# gsim_b_loader_flat

==> gsim_b_loader_flat/class_map.png <==
Drawn at 2 px/µm. Fill, decap, tap and diode cells in gray.
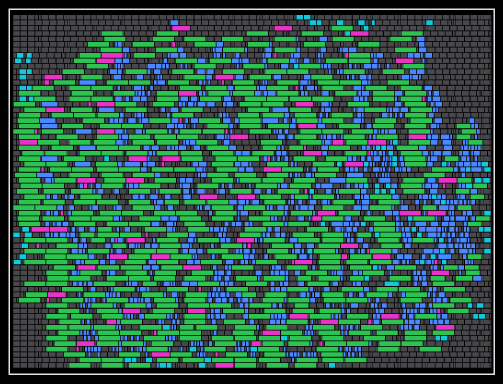

`config.mk`:
```
export PLATFORM = sky130hd
export DESIGN_NAME = gsim_b_loader_flat
export DESIGN_NICKNAME = d
export VERILOG_FILES = /design/src/rtl/gsim_pkg.sv /design/src/rtl/gsim_b_loader_if.sv /design/src/rtl/gsim_bank_ram.sv /design/src/rtl/gsim_b_loader.sv /design/src/flat_wrapper.sv
export SDC_FILE = /design/constraint.sdc
export NUM_CORES = 1
export LEC_CHECK = 0
export ABC_CLOCK_PERIOD_IN_PS = 8850
export CORE_ASPECT_RATIO = 0.75
export CORE_UTILIZATION = 55
export DETAILED_ROUTE_END_ITERATION = 8
export PLACE_DENSITY = 0.72
export SETUP_SLACK_MARGIN = 0.4
export SYNTH_ARGS = -nofsm -noshare
export SYNTH_HDL_FRONTEND = slang
export SYNTH_SLANG_ARGS = --single-unit
```
`constraint.sdc`:
```
create_clock -name clk -period 8.85 [get_ports clk]
set_clock_uncertainty 0.15 [all_clocks]
set_input_delay 1.77 -clock clk [delete_from_list [all_inputs] [get_ports clk]]
set_output_delay 1.77 -clock clk [all_outputs]
set_load 0.02 [all_outputs]
```
`src/rtl/gsim_pkg.sv`:
```
// gsim_pkg: constants and types shared by the Gauss-Seidel b-loader files.
//   DEPTH       unknowns per frame (solver size)
//   DW          b coefficient width
//   X_W         solver x result width
//   state_t     loader FSM states
//   bank_idx_t  ping-pong bank selector
package gsim_pkg;

    localparam int DEPTH = 16;
    localparam int DW    = 16;
    localparam int X_W   = 32;

    typedef enum logic [1:0] {
        IDLE  = 2'd0,
        RST   = 2'd1,
        BURST = 2'd2,
        WAIT  = 2'd3
    } state_t;

    typedef logic bank_idx_t;

endpackage

```
`src/rtl/gsim_b_loader_if.sv`:
```
// gsim_b_loader_if: host-to-loader valid/ready stream of b coefficients.
//   s_valid  host word valid
//   s_ready  loader can accept a word
//   s_data   b coefficient, element 0 first
//   s_last   final word of a frame
// Modports: master (host side), slave (loader side).
interface gsim_b_loader_if #(
    parameter int DW = gsim_pkg::DW
);
    logic          s_valid;
    logic          s_ready;
    logic [DW-1:0] s_data;
    logic          s_last;

    modport master (
        output s_valid,
        output s_data,
        output s_last,
        input  s_ready
    );

    modport slave (
        input  s_valid,
        input  s_data,
        input  s_last,
        output s_ready
    );
endinterface

```
`src/rtl/gsim_bank_ram.sv`:
```
// gsim_bank_ram: two banks of DEPTH x DW registers for the b ping-pong buffer.
//   clk, reset               clock, synchronous active-high reset (read port only)
//   wr_en/wr_bank/wr_addr/wr_data   fill-side write port
//   rd_en/rd_bank/rd_addr    drain-side read request
//   rd_data                  registered read data, 0 when rd_en was low
module gsim_bank_ram #(
    parameter int DEPTH = gsim_pkg::DEPTH,
    parameter int DW    = gsim_pkg::DW
) (
    input  logic                     clk,
    input  logic                     reset,
    input  logic                     wr_en,
    input  gsim_pkg::bank_idx_t      wr_bank,
    input  logic [$clog2(DEPTH)-1:0] wr_addr,
    input  logic [DW-1:0]            wr_data,
    input  logic                     rd_en,
    input  gsim_pkg::bank_idx_t      rd_bank,
    input  logic [$clog2(DEPTH)-1:0] rd_addr,
    output logic [DW-1:0]            rd_data
);
    import gsim_pkg::*;

    logic [DW-1:0] mem_q [2][DEPTH];
    logic [DW-1:0] mem_d [2][DEPTH];
    logic [DW-1:0] rd_data_q, rd_data_d;

    always_comb begin
        mem_d = mem_q;
        if (wr_en) begin
            mem_d[wr_bank][wr_addr] = wr_data;
        end
    end

    // Read data is forced to zero when idle so the solver-facing b bus is
    // quiet outside a burst.
    always_comb begin
        rd_data_d = '0;
        if (rd_en) begin
            rd_data_d = mem_q[rd_bank][rd_addr];
        end
    end

    // Storage needs no reset: a bank is only read after it was fully written.
    always_ff @(posedge clk) begin
        mem_q <= mem_d;
    end

    always_ff @(posedge clk) begin
        if (reset) begin
            rd_data_q <= '0;
        end else begin
            rd_data_q <= rd_data_d;
        end
    end

    assign rd_data = rd_data_q;

endmodule

```
`src/rtl/gsim_b_loader.sv`:
```
// gsim_b_loader: feeds b coefficient frames from a host stream into the
// Gauss-Seidel solver through a 2-bank ping-pong buffer.
//   clk, reset      clock, synchronous active-high reset
//   s               host stream (gsim_b_loader_if.slave)
//   sol_rst         one-cycle solver reset pulse before each frame
//   in_en, b_in     DEPTH-cycle load burst to the solver
//   sol_out_valid   solver result window, counted in WAIT
//   busy            frame in RST/BURST/WAIT
//   frame_err       one-cycle pulse when a frame is dropped
// Optional: GSIM_B_LOADER_WATCHDOG_EN adds a TIMEOUT_CYC watchdog on WAIT.
//
// state | meaning
// IDLE  | waiting for the drain bank to hold a complete frame
// RST   | sol_rst asserted for one cycle
// BURST | in_en asserted, b_in = drain bank[0..DEPTH-1]
// WAIT  | counting sol_out_valid cycles until the solver has finished
module gsim_b_loader #(
    parameter int DEPTH       = gsim_pkg::DEPTH,
    parameter int DW          = gsim_pkg::DW,
    parameter int TIMEOUT_CYC = 4096
) (
    input  logic            clk,
    input  logic            reset,
    gsim_b_loader_if.slave  s,
    output logic            sol_rst,
    output logic            in_en,
    output logic [DW-1:0]   b_in,
    input  logic            sol_out_valid,
    output logic            busy,
    output logic            frame_err
);
    import gsim_pkg::*;

    localparam int IW = $clog2(DEPTH);
    localparam int CW = IW + 1;

    state_t          state_q, state_d;
    bank_idx_t       fill_q, fill_d;
    bank_idx_t       drain_q, drain_d;
    logic [1:0]      full_q, full_d;
    logic [IW-1:0]   idx_q, idx_d;
    logic [CW-1:0]   cnt_q, cnt_d;
    logic            sol_rst_q, sol_rst_d;
    logic            in_en_q, in_en_d;
    logic            busy_q, busy_d;
    logic            err_q, err_d;

    logic            accept;
    logic            last_slot;
    logic            wait_done;
    logic            wd_fire;
    logic            ram_rd_en;
    logic [IW-1:0]   ram_rd_addr;

    assign s.s_ready = ~full_q[fill_q];
    assign accept    = s.s_valid & ~full_q[fill_q];
    assign last_slot = (idx_q == IW'(DEPTH - 1));
    assign wait_done = (state_q == WAIT) && sol_out_valid && (cnt_q == CW'(DEPTH - 1));

`ifdef GSIM_B_LOADER_WATCHDOG_EN
    localparam int WW = (TIMEOUT_CYC > 1) ? $clog2(TIMEOUT_CYC) : 1;

    logic [WW-1:0] wd_q, wd_d;

    // Down-counter preloaded outside WAIT, so it restarts on every WAIT entry;
    // terminal count is reached in the TIMEOUT_CYC-th WAIT cycle.
    always_comb begin
        wd_d = wd_q;
        if (state_q != WAIT) begin
            wd_d = WW'(TIMEOUT_CYC - 1);
        end else if (wd_q != '0) begin
            wd_d = wd_q - 1'b1;
        end
    end

    always_ff @(posedge clk) begin
        if (reset) begin
            wd_q <= WW'(TIMEOUT_CYC - 1);
        end else begin
            wd_q <= wd_d;
        end
    end

    // A normal finish in the same cycle wins over the timeout.
    assign wd_fire = (state_q == WAIT) && (wd_q == '0) && !wait_done;
`else
    logic [31:0] unused_timeout;
    assign unused_timeout = 32'(TIMEOUT_CYC);
    assign wd_fire        = 1'b0;
`endif

    always_comb begin
        state_d     = state_q;
        fill_d      = fill_q;
        drain_d     = drain_q;
        full_d      = full_q;
        idx_d       = idx_q;
        cnt_d       = cnt_q;
        err_d       = 1'b0;

        // Fill side: a frame is kept only if s_last lands exactly on the last slot.
        if (accept) begin
            if (last_slot && s.s_last) begin
                full_d[fill_q] = 1'b1;
                fill_d         = ~fill_q;
                idx_d          = '0;
            end else if (last_slot || s.s_last) begin
                idx_d = '0;
                err_d = 1'b1;
            end else begin
                idx_d = idx_q + 1'b1;
            end
        end

        // Drain side. The fill bank can only complete while not full, and the
        // drain bank is full in WAIT, so the two full_d writes never collide.
        case (state_q)
            IDLE: begin
                if (full_q[drain_q]) begin
                    state_d = RST;
                end
            end
            RST: begin
                state_d = BURST;
                cnt_d   = '0;
            end
            BURST: begin
                if (cnt_q == CW'(DEPTH - 1)) begin
                    state_d = WAIT;
                    cnt_d   = '0;
                end else begin
                    cnt_d = cnt_q + 1'b1;
                end
            end
            WAIT: begin
                if (wait_done || wd_fire) begin
                    state_d         = IDLE;
                    full_d[drain_q] = 1'b0;
                    drain_d         = ~drain_q;
                    err_d           = err_d | wd_fire;
                end else if (sol_out_valid) begin
                    cnt_d = cnt_q + 1'b1;
                end
            end
            default: begin
                state_d = IDLE;
            end
        endcase

        // Read one cycle ahead so b_in lines up with the registered in_en.
        ram_rd_en   = (state_d == BURST);
        ram_rd_addr = cnt_d[IW-1:0];

        sol_rst_d = (state_d == RST) || wd_fire;
        in_en_d   = (state_d == BURST);
        busy_d    = (state_d != IDLE);
    end

    always_ff @(posedge clk) begin
        if (reset) begin
            state_q   <= IDLE;
            fill_q    <= 1'b0;
            drain_q   <= 1'b0;
            full_q    <= '0;
            idx_q     <= '0;
            cnt_q     <= '0;
            sol_rst_q <= 1'b0;
            in_en_q   <= 1'b0;
            busy_q    <= 1'b0;
            err_q     <= 1'b0;
        end else begin
            state_q   <= state_d;
            fill_q    <= fill_d;
            drain_q   <= drain_d;
            full_q    <= full_d;
            idx_q     <= idx_d;
            cnt_q     <= cnt_d;
            sol_rst_q <= sol_rst_d;
            in_en_q   <= in_en_d;
            busy_q    <= busy_d;
            err_q     <= err_d;
        end
    end

    gsim_bank_ram #(
        .DEPTH (DEPTH),
        .DW    (DW)
    ) u_ram (
        .clk     (clk),
        .reset   (reset),
        .wr_en   (accept),
        .wr_bank (fill_q),
        .wr_addr (idx_q),
        .wr_data (s.s_data),
        .rd_en   (ram_rd_en),
        .rd_bank (drain_q),
        .rd_addr (ram_rd_addr),
        .rd_data (b_in)
    );

    assign sol_rst   = sol_rst_q;
    assign in_en     = in_en_q;
    assign busy      = busy_q;
    assign frame_err = err_q;

endmodule

```
`src/flat_wrapper.sv`:
```
// flat-port wrapper written by rule: the top's interface ports become plain ports
module gsim_b_loader_flat import gsim_pkg::*;
#(
    parameter int DEPTH       = gsim_pkg::DEPTH,
    parameter int DW          = gsim_pkg::DW,
    parameter int TIMEOUT_CYC = 4096
)
  (clk, reset, sol_rst, in_en, b_in, sol_out_valid, busy, frame_err, s_s_valid, s_s_data, s_s_last, s_s_ready);
  gsim_b_loader_if #(.DW(DW)) s_i ();
  input  logic clk;
  input  logic reset;
  output logic sol_rst;
  output logic in_en;
  output logic [DW-1:0] b_in;
  input  logic sol_out_valid;
  output logic busy;
  output logic frame_err;
  input wire logic [$bits(s_i.s_valid)-1:0] s_s_valid;
  input wire logic [$bits(s_i.s_data)-1:0] s_s_data;
  input wire logic [$bits(s_i.s_last)-1:0] s_s_last;
  output wire logic [$bits(s_i.s_ready)-1:0] s_s_ready;
  assign s_i.s_valid = s_s_valid;
  assign s_i.s_data = s_s_data;
  assign s_i.s_last = s_s_last;
  assign s_s_ready = s_i.s_ready;
  gsim_b_loader #(.DEPTH(DEPTH), .DW(DW), .TIMEOUT_CYC(TIMEOUT_CYC)) u_core (.clk(clk), .reset(reset), .s(s_i), .sol_rst(sol_rst), .in_en(in_en), .b_in(b_in), .sol_out_valid(sol_out_valid), .busy(busy), .frame_err(frame_err));
endmodule
```
# mem8_boot_arb

**config.mk**
```make
export PLATFORM = sky130hd
export DESIGN_NAME = mem8_boot_arb
export DESIGN_NICKNAME = d
export VERILOG_FILES = /design/src/rtl/mem8_boot_arb.sv
export SDC_FILE = /design/constraint.sdc
export NUM_CORES = 1
export LEC_CHECK = 0
export CORE_MARGIN = 2
export CORE_UTILIZATION = 43
export CTS_BUF_LIST = sky130_fd_sc_hd__clkbuf_16
export DETAILED_ROUTE_END_ITERATION = 8
export GPL_ROUTABILITY_DRIVEN = 0
export PLACE_DENSITY = 0.76
export SLEW_MARGIN = 5
export SYNTH_ARGS = -nofsm -noshare
export SYNTH_HDL_FRONTEND = slang
export SYNTH_SLANG_ARGS = --single-unit
```
**constraint.sdc**
```tcl
create_clock -name clk -period 2.2 [get_ports clk]
set_input_delay 0.44 -clock clk [delete_from_list [all_inputs] [get_ports clk]]
set_output_delay 0.44 -clock clk [all_outputs]
set_load 0.02 [all_outputs]
```
**src/rtl/mem8_boot_arb.sv**
```systemverilog
// Boot sequencer and arbiter for the shared single-port byte memory: loads the dictionary,
// verifies it by checksum, then hands the memory to the core (or to the debug host while halted).
module mem8_boot_arb #(
   parameter int             ASZ  = 17,
   parameter logic [ASZ-1:0] DICT = '0
) (
   input  logic           clk,
   input  logic           rst,
   input  logic           start,
   input  logic           halt,
   input  logic           resume,
   input  logic           ld_valid,
   input  logic [7:0]     ld_data,
   input  logic           ld_last,
   output logic           ld_ready,
   output logic           core_clr,
   input  logic [31:0]    core_addr,
   input  logic           core_we,
   input  logic [7:0]     core_wdata,
   output logic [7:0]     core_rdata,
   input  logic           dbg_req,
   input  logic           dbg_we,
   input  logic [ASZ-1:0] dbg_addr,
   input  logic [7:0]     dbg_wdata,
   output logic           dbg_ack,
   output logic [7:0]     dbg_rdata,
   output logic [ASZ-1:0] mem_addr,
   output logic           mem_we,
   output logic [7:0]     mem_wdata,
   input  logic [7:0]     mem_rdata,
   output logic [ASZ-1:0] here,
   output logic           err,
   output logic [2:0]     state_o
);

   typedef enum logic [2:0] {
      S_IDLE   = 3'd0,
      S_LOAD   = 3'd1,
      S_VERIFY = 3'd2,
      S_RUN    = 3'd3,
      S_HALT   = 3'd4
   } state_t;

   state_t         r_state;
   state_t         w_next;
   logic [ASZ:0]   r_cnt;
   logic [ASZ:0]   r_vcnt;
   logic [7:0]     r_sum;
   logic [7:0]     r_vsum;
   logic [ASZ-1:0] r_here;
   logic           r_err;
   logic           r_core_clr;
   logic           r_dbg_ack;

   logic           w_ld_acc;
   logic           w_ld_ovf;
   logic [ASZ-1:0] w_ld_addr;
   logic [ASZ-1:0] w_ver_addr;
   logic           w_ver_done;
   logic [7:0]     w_vsum_nxt;
   logic           w_dbg_go;
   logic           w_restart;
   logic           w_unused;

   assign w_unused   = ^core_addr[31:ASZ];

   assign w_ld_acc   = (r_state == S_LOAD) && ld_valid;
   assign w_ld_addr  = DICT + r_cnt[ASZ-1:0];
   assign w_ld_ovf   = w_ld_acc && !ld_last && (w_ld_addr == '1);
   assign w_ver_addr = DICT + r_vcnt[ASZ-1:0];
   assign w_ver_done = (r_state == S_VERIFY) && (r_vcnt == r_cnt);
   assign w_vsum_nxt = r_vsum + mem_rdata;
   assign w_dbg_go   = (r_state == S_HALT) && dbg_req && !start;
   assign w_restart  = ((r_state == S_IDLE) || (r_state == S_HALT)) && start;

   always_comb begin
      w_next = r_state;
      case (r_state)
         S_IDLE: if (start) w_next = S_LOAD;
         S_LOAD: begin
            if (w_ld_acc && ld_last) w_next = S_VERIFY;
            else if (w_ld_ovf)       w_next = S_HALT;
         end
         S_VERIFY: if (w_ver_done) w_next = (w_vsum_nxt == r_sum) ? S_RUN : S_HALT;
         S_RUN:  if (halt) w_next = S_HALT;
         S_HALT: begin
            if (start)                w_next = S_LOAD;
            else if (resume && !r_err) w_next = S_RUN;
         end
         default: w_next = S_IDLE;
      endcase
   end

   // Memory port mux: owner is chosen purely by current state, so the cycle's access
   // (including one coinciding with rst or halt) is always issued.
   always_comb begin
      mem_addr  = '0;
      mem_we    = 1'b0;
      mem_wdata = 8'h00;
      case (r_state)
         S_LOAD: begin
            mem_addr  = w_ld_addr;
            mem_we    = ld_valid;
            mem_wdata = ld_data;
         end
         S_VERIFY: mem_addr = w_ver_addr;
         S_RUN: begin
            mem_addr  = core_addr[ASZ-1:0];
            mem_we    = core_we;
            mem_wdata = core_wdata;
         end
         S_HALT: begin
            if (w_dbg_go) begin
               mem_addr  = dbg_addr;
               mem_we    = dbg_we;
               mem_wdata = dbg_wdata;
            end
         end
         default: ;
      endcase
   end

   always_ff @(posedge clk) begin
      if (rst) begin
         r_state    <= S_IDLE;
         r_core_clr <= 1'b1;
         r_dbg_ack  <= 1'b0;
         r_here     <= DICT;
         r_err      <= 1'b0;
         r_cnt      <= '0;
         r_vcnt     <= '0;
      end else begin
         r_state    <= w_next;
         r_core_clr <= (w_next != S_RUN);
         r_dbg_ack  <= w_dbg_go;
         if (w_restart) begin
            r_cnt <= '0;
            r_err <= 1'b0;
         end
         if (w_ld_acc) begin
            r_cnt  <= r_cnt + (ASZ+1)'(1);
            r_vcnt <= '0;
            if (ld_last) r_here <= w_ld_addr + ASZ'(1);
            else if (w_ld_ovf) r_err <= 1'b1;
         end
         if (r_state == S_VERIFY) begin
            r_vcnt <= r_vcnt + (ASZ+1)'(1);
            if (w_ver_done && (w_vsum_nxt != r_sum)) r_err <= 1'b1;
         end
      end
   end

   // Checksum datapath; byte for verify address k arrives one cycle later, hence the skip at vcnt 0.
   always_ff @(posedge clk) begin
      if (w_restart) r_sum <= 8'h00;
      else if (w_ld_acc) r_sum <= r_sum + ld_data;
      if (w_ld_acc) r_vsum <= 8'h00;
      else if ((r_state == S_VERIFY) && (r_vcnt != '0)) r_vsum <= w_vsum_nxt;
   end

   assign ld_ready   = (r_state == S_LOAD);
   assign core_clr   = r_core_clr;
   assign core_rdata = mem_rdata;
   assign dbg_ack    = r_dbg_ack;
   assign dbg_rdata  = r_dbg_ack ? mem_rdata : 8'h00;
   assign here       = r_here;
   assign err        = r_err;
   assign state_o    = r_state;

endmodule

```
# uart_tx_fifo

--- config.mk ---
export PLATFORM = sky130hd
export DESIGN_NAME = uart_tx_fifo
export DESIGN_NICKNAME = d
export VERILOG_FILES = /design/src/rtl/uart_tx_fifo.sv
export SDC_FILE = /design/constraint.sdc
export NUM_CORES = 1
export LEC_CHECK = 0
export CORE_ASPECT_RATIO = 0.9
export CORE_UTILIZATION = 25
export DETAILED_ROUTE_END_ITERATION = 12
export GPL_TIMING_DRIVEN = 0
export PLACE_DENSITY_LB_ADDON = 0.05
export SYNTH_ARGS = -nofsm -noshare
export SYNTH_HDL_FRONTEND = slang
export SYNTH_SLANG_ARGS = --single-unit
--- constraint.sdc ---
create_clock -name clk -period 3 [get_ports clk]
set_input_delay 0.9 -clock clk [delete_from_list [all_inputs] [get_ports clk]]
set_output_delay 0.9 -clock clk [all_outputs]
set_load 0.02 [all_outputs]
--- src/rtl/uart_tx_fifo.sv ---
// Buffered 8N1 UART transmitter: bytes queue in a small circular FIFO and are
// shifted out LSB-first at OSCRATE/BAUDRATE clocks per bit.
module uart_tx_fifo #(
    parameter int OSCRATE  = 12_000_000,
    parameter int BAUDRATE = 9600,
    parameter int DEPTH    = 4
) (
    input  logic                     clk,
    input  logic                     rst_n,
    input  logic [7:0]               wr_data,
    input  logic                     wr_valid,
    output logic                     wr_ready,
    output logic                     tx,
    output logic                     busy,
    output logic [$clog2(DEPTH):0]   fifo_count
);
    localparam int DIV = OSCRATE / BAUDRATE;
    localparam int AW  = $clog2(DEPTH);
    localparam int CW  = (DIV > 1) ? $clog2(DIV) : 1;

    localparam logic [1:0] S_IDLE  = 2'd0;
    localparam logic [1:0] S_START = 2'd1;
    localparam logic [1:0] S_DATA  = 2'd2;
    localparam logic [1:0] S_STOP  = 2'd3;

    logic [7:0]    mem_q [DEPTH];
    logic [AW:0]   wr_ptr_q, wr_ptr_d;
    logic [AW:0]   rd_ptr_q, rd_ptr_d;
    logic [1:0]    state_q, state_d;
    logic [CW-1:0] cnt_q, cnt_d;
    logic [2:0]    bit_q, bit_d;
    logic [7:0]    sh_q, sh_d;
    logic          tx_q, tx_d;
    logic          empty, full, push, pop, wrap;
    logic [7:0]    head;

    // The extra pointer MSB distinguishes a full buffer from an empty one.
    assign empty = (wr_ptr_q == rd_ptr_q);
    assign full  = (wr_ptr_q[AW] != rd_ptr_q[AW]) &&
                   (wr_ptr_q[AW-1:0] == rd_ptr_q[AW-1:0]);
    assign push  = wr_valid && !full;
    assign wrap  = (cnt_q == CW'(DIV - 1));
    assign head  = mem_q[rd_ptr_q[AW-1:0]];

    assign wr_ready   = !full;
    assign busy       = (state_q != S_IDLE) || !empty;
    assign fifo_count = wr_ptr_q - rd_ptr_q;
    assign tx         = tx_q;

    always_comb begin
        state_d = state_q;
        cnt_d   = cnt_q;
        bit_d   = bit_q;
        sh_d    = sh_q;
        pop     = 1'b0;
        if (state_q != S_IDLE) begin
            cnt_d = wrap ? '0 : cnt_q + CW'(1);
        end
        case (state_q)
            S_IDLE: begin
                if (!empty) begin
                    pop     = 1'b1;
                    sh_d    = head;
                    cnt_d   = '0;
                    bit_d   = '0;
                    state_d = S_START;
                end
            end
            S_START: begin
                if (wrap) state_d = S_DATA;
            end
            S_DATA: begin
                if (wrap) begin
                    sh_d  = {1'b0, sh_q[7:1]};
                    bit_d = bit_q + 3'd1;
                    if (bit_q == 3'd7) state_d = S_STOP;
                end
            end
            S_STOP: begin
                if (wrap) begin
                    // Chain straight into the next start bit when more data waits.
                    if (!empty) begin
                        pop     = 1'b1;
                        sh_d    = head;
                        bit_d   = '0;
                        state_d = S_START;
                    end else begin
                        state_d = S_IDLE;
                    end
                end
            end
            default: state_d = S_IDLE;
        endcase

        // The line level is registered from the next state so tx never glitches.
        case (state_d)
            S_START: tx_d = 1'b0;
            S_DATA:  tx_d = sh_d[0];
            default: tx_d = 1'b1;
        endcase

        wr_ptr_d = wr_ptr_q + (AW+1)'(push);
        rd_ptr_d = rd_ptr_q + (AW+1)'(pop);
    end

    always_ff @(posedge clk) begin
        if (push) mem_q[wr_ptr_q[AW-1:0]] <= wr_data;
    end

    always_ff @(posedge clk or negedge rst_n) begin
        if (!rst_n) begin
            wr_ptr_q <= '0;
            rd_ptr_q <= '0;
            state_q  <= S_IDLE;
            cnt_q    <= '0;
            bit_q    <= '0;
            sh_q     <= '0;
            tx_q     <= 1'b1;
        end else begin
            wr_ptr_q <= wr_ptr_d;
            rd_ptr_q <= rd_ptr_d;
            state_q  <= state_d;
            cnt_q    <= cnt_d;
            bit_q    <= bit_d;
            sh_q     <= sh_d;
            tx_q     <= tx_d;
        end
    end
endmodule


==> notes/layouts.md <==
Pictures saved along the way, in no particular order.

Routed metal, one color a layer.
Plate I
Drawn at 2 px/µm.
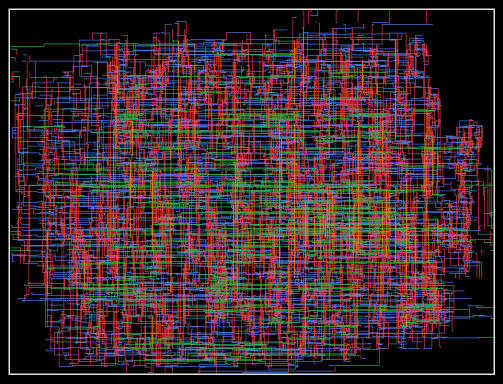
Plate II
Drawn at 4 px/µm.
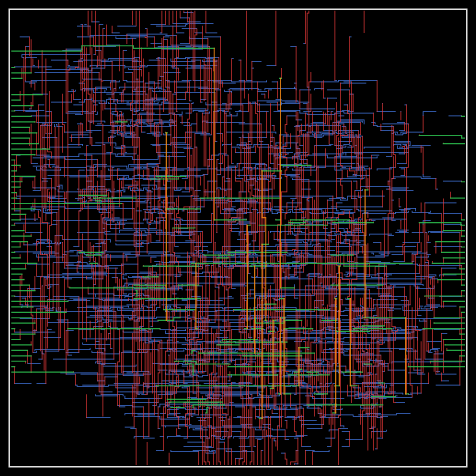
Plate III
Drawn at 4 px/µm.
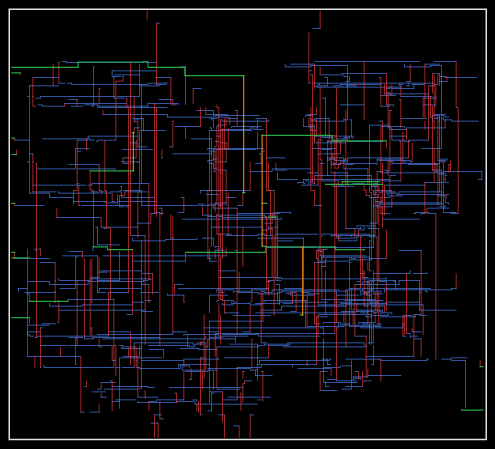
| picture | from |
|---|---|
| Plate I | gsim_b_loader_flat |
| Plate III | uart_tx_fifo |
| Plate II | mem8_boot_arb |
Of these, largest die: Plate I
Of these, least wire: Plate III

Key to Plate III:
- M4: orange (wire length 83.3 µm)
- M2: red (wire length 3120 µm)
- M1: blue (wire length 3470 µm)
- M3: green (wire length 221 µm)

==> mem8_boot_arb/floorplan.png <==
Drawn at 4 px/µm. Pins as bars on the die edge. Tap cells in gray.
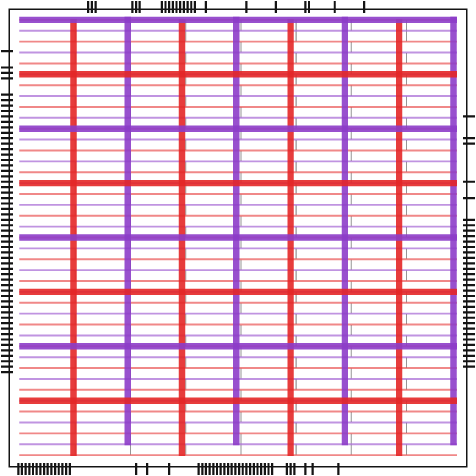
- VSS: red
- VDD: purple
- signal pins: 157
- met5 straps: 8

==> impl_metrics.env, mem8_boot_arb <==
# flow metrics
export IMPL_status="complete, but fails checks"
export IMPL_violations="setup timing"
export IMPL_reg2reg_from="state_o[0]"
export IMPL_dr_pass1_iters=5
export IMPL_p_int_mw=2.98
export IMPL_final_layout_top_logic_cells="clkdlybuf4s50_1, buf_4, nor2_1"
export IMPL_arrival_ns=2.54
export IMPL_postLayoutCellArea_um2=7990
export IMPL_top_layer="met4"
export IMPL_period_needed_ns=2.27
export IMPL_flop_count=75
export IMPL_edf_count=0
export IMPL_critPathLaunch="state_o[0]"
export IMPL_setup_violations=10
export IMPL_tightest_slew_ns=0.544
export IMPL_final_setup_worst_slack_ns=-0.0664
export IMPL_hold_violations=0
export IMPL_hpwlAfterDp_um=12300
export IMPL_pg_clk_mw=1.57
export IMPL_finalCritPeriodShare=1.03
export IMPL_tool_warnings=44
export IMPL_whs_ns=0.485
export IMPL_gr_total_overflow=0
export IMPL_setup_tns_ns=-0.205
export IMPL_power_leader="the clock network"
export IMPL_critPathTopFamily="simple AND/OR/NAND/NOR gates"
export IMPL_r2r_cells=7
export IMPL_wirelength_met1_um=6960
export IMPL_cp_required_ns=2.48
mem8_boot_arb: synth_stat cells (4+ instances only):
cell,n,share of area
nor2_1,76,0.055
dfxtp_1,75,0.29
nand2_1,68,0.049
clkbuf_1,51,0.037
o21ai_0,46,0.044
a21oi_1,44,0.042
nand3_1,31,0.030
xnor2_1,29,0.049
a22oi_1,22,0.032
a211oi_1,21,0.030
xor2_1,20,0.034
inv_1,19,0.014
ha_1,18,0.043
mux2_2,14,0.030
and2_1,11,0.013
and3_1,10,0.012
nor3_1,9,0.0087
a222oi_1,8,0.015
buf_4,8,0.012
mux2i_1,7,0.013
nor2b_1,7,0.0084
or3_1,7,0.0084
nand4_1,6,0.0072
nor4_1,6,0.0072
a21o_1,5,0.0072
a31oi_1,5,0.0060
nor3b_1,5,0.0072
o211ai_1,5,0.0072
a311oi_1,4,0.0067
buf_2,4,0.0038
mem8_boot_arb: what timing repair did:
| item | 4_1_cts | 5_1_grt |
|---|---|---|
| setup endpoints to repair | 46 | 48 |
| resized | 150 | 64 |
| pin swaps | 17 | 16 |
| setup buffers | 8 | 5 |
| gates cloned | 0 | 4 |
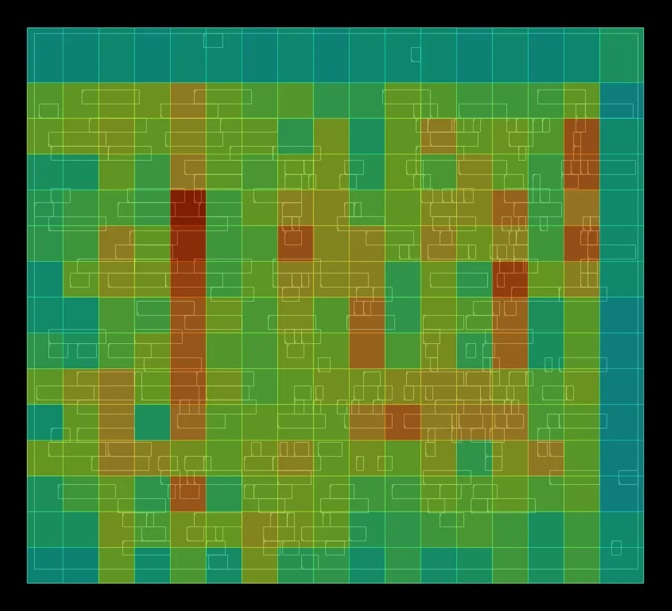
(uart_tx_fifo/congestion_map.png)
Final Util: 0.318
Total GRT Usage: 0.123
met2 Usage GRT: 0.185
layer with the highest usage: met2

==> impl_metrics.env, uart_tx_fifo <==
# flow metrics
export IMPL_status="complete, no violations"
export IMPL_coreArea_um2=12000
export IMPL_num_clock_buffers=10
export IMPL_peakVddDrop_mv=0.274
export IMPL_multiInputGateArea_um2=1330
export IMPL_tritoncts="yes"
export IMPL_hold_violations=0
export IMPL_nNetsFinal=299
export IMPL_maxSlewViolCount=0
export IMPL_final_nonclk_buf_share=0.0501
export IMPL_netlist_area_um2=3070
export IMPL_dr_wl_met3_um=221
export IMPL_numPlacedInstances=419
export IMPL_wl_per_cell_um=15.8
export IMPL_synthCells=243
export IMPL_aoi_share=0.120
export IMPL_clk_insertion_delay_late_ns=0.33
export IMPL_wirelength_met1_um=3470
uart_tx_fifo: worst register-to-register path: stages (launching register included):
cell and delay [ns]:
dfrtp_1 0.41, inv_1 0.09, ha_1 0.16, nor4b_1 0.62
a41oi_1 0.55, nor3_1 0.34, ha_1 0.19, ha_1 0.15
xor2_1 0.15
uart_tx_fifo: sequential cells by signal, summed over array words and instances, names as in the netlist:
| signal | flops |
|---|---|
| rd_ptr_q | 3 |
| bit_q | 3 |
| wr_ptr_q | 3 |
| cnt_q | 11 |
| mem_q | 32 |
| tx | 1 |
| sh_q | 8 |
| state_q | 2 |
uart_tx_fifo: worst paths after layout:
path,depth (start not counted),slack (ns),from,end
min reg2reg,1,0.49,cnt_q[10],cnt_q[10]
max,4,0.11,wr_ptr_q[0],wr_ready
min,1,0.49,cnt_q[10],cnt_q[10]
max reg2reg,8,0.28,cnt_q[1],rd_ptr_q[2]
min in group asynchronous,1,0.64,rst_n,bit_q[0]
max in group asynchronous,1,1.87,rst_n,sh_q[3]
==> gsim_b_loader_flat/clock_wires.png <==
Drawn at 1.5 px/µm.
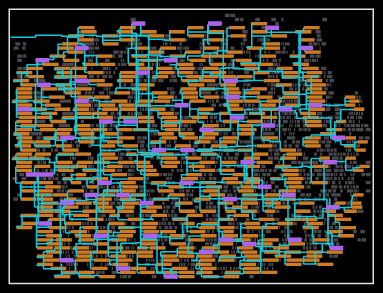
- flip-flops: orange (count 547)
- clock wires: cyan (length 6050 µm)
- clock-net drivers: purple (count 51)
- flops lie: all over the die
- routed clock nets: 52

==> gsim_b_loader_flat/floorplan.png <==
Drawn at 2 px/µm. Pins as bars on the die edge. Tap cells in gray.
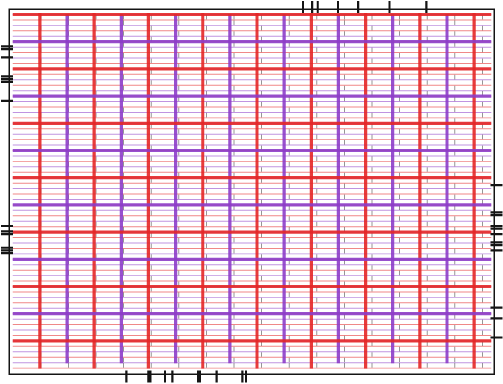
- VSS: red
- VDD: purple
- tap cells: 569
- signal pins: 42
- met4 straps: 17
- rows: 65

About gsim_b_loader_flat/class_map.png:
- clock drivers and dummy loads: magenta (cells 94; share of their area 6.2%)
- remaining buffers and delay cells: cyan (cells 91; share of their area 3.1%)
- registers: green (cells 547; share of their area 63%)
- remaining logic cells: blue (cells 1070; share of their area 28%)

==> impl_metrics.env, gsim_b_loader_flat <==
# flow metrics
export IMPL_status="complete, no violations"
export IMPL_ioPinCount=42
export IMPL_yosys_area_share_xor_xnor=0.000739
export IMPL_tritoncts="yes"
export IMPL_synthCells=1746
export IMPL_critPathTopFamily="AND-OR/OR-AND gates"
export IMPL_reg2reg_from="u_core.cnt_q[0]"
export IMPL_synth_cell_types=68
export IMPL_power_leader="sequential cells"
export IMPL_clk_insertion_delay_late_ns=0.58
export IMPL_place_congestion=0.868
export IMPL_final_nonclk_buf_share=0.0302
export IMPL_gr_usage_met3=0.0885
export IMPL_wl_per_cell_um=29.1
export IMPL_maxSlewViolCount=0
export IMPL_max_slew_margin=0.107
export IMPL_setup_worst_path_end_class="flip-flop"
export IMPL_most_common_cell="edfxtp_1"
export IMPL_place_area_um2=24700
export IMPL_common_cells="edfxtp_1, nand2_1, o21ai_0"
export IMPL_wl_met2_um=30000
export IMPL_area_leaders="edfxtp_1, nand2_1, mux2_2"
export IMPL_synthArstFlopShare=0
export IMPL_p_per_area_nw_per_um2=191
export IMPL_wirelength_met1_um=27200
export IMPL_dr_wl_met3_um=9590
export IMPL_num_clock_buffers=74
export IMPL_setup_violations=0
export IMPL_switching_share=0.200
export IMPL_layout_cells_non_filler=2372
export IMPL_largest_cell_class="registers"
export IMPL_postLayoutCellArea_um2=26300
export IMPL_finalPower_mw=5.02
export IMPL_avgViaCountPerCell=6.96
export IMPL_routed_wl_um=69100
export IMPL_edf_count=512
export IMPL_r2r_cells=11
export IMPL_grt_total_usage=0.315
export IMPL_tool_warnings=33
export IMPL_combPwrFrac=0.015
export IMPL_period_needed_ns=4.89
## gsim_b_loader_flat: placed cells by master, fill, tap and decap left out, types with 7 or more instances in the layout
cell	n
clkbuf_1	19
a21oi_1	18
clkdlybuf4s50_1	40
ha_1	7
mux4_2	15
a32oi_1	34
o221a_2	14
a21o_1	15
and2_1	16
a211oi_1	22
o22ai_1	48
and3_1	17
a221oi_1	16
o31ai_1	17
a31oi_1	17
clkinv_1	8
dfxtp_1	34
nand3b_1	20
o221ai_1	43
edfxtp_1	512
o21ai_0	91
nor2_1	67
buf_4	49
mux2_2	66
mux2i_1	54
clkbuf_16	52
nand3_1	69
a31o_1	8
o32ai_1	13
a2111oi_0	8
nor3_1	60
nand2_1	237
clkinv_2	7
## gsim_b_loader_flat: flip-flops by register name, indices dropped and copies added (netlist names)
name                  cells
u_core.drain_q            1
u_core.u_ram.rd_data     16
u_core.busy               1
u_core.cnt_q              5
u_core.fill_q             1
u_core.full_q             2
u_core.in_en              1
u_core.idx_q              4
u_core.frame_err          1
u_core.sol_rst            1
u_core.state_q            2
u_core.u_ram.mem_q      512

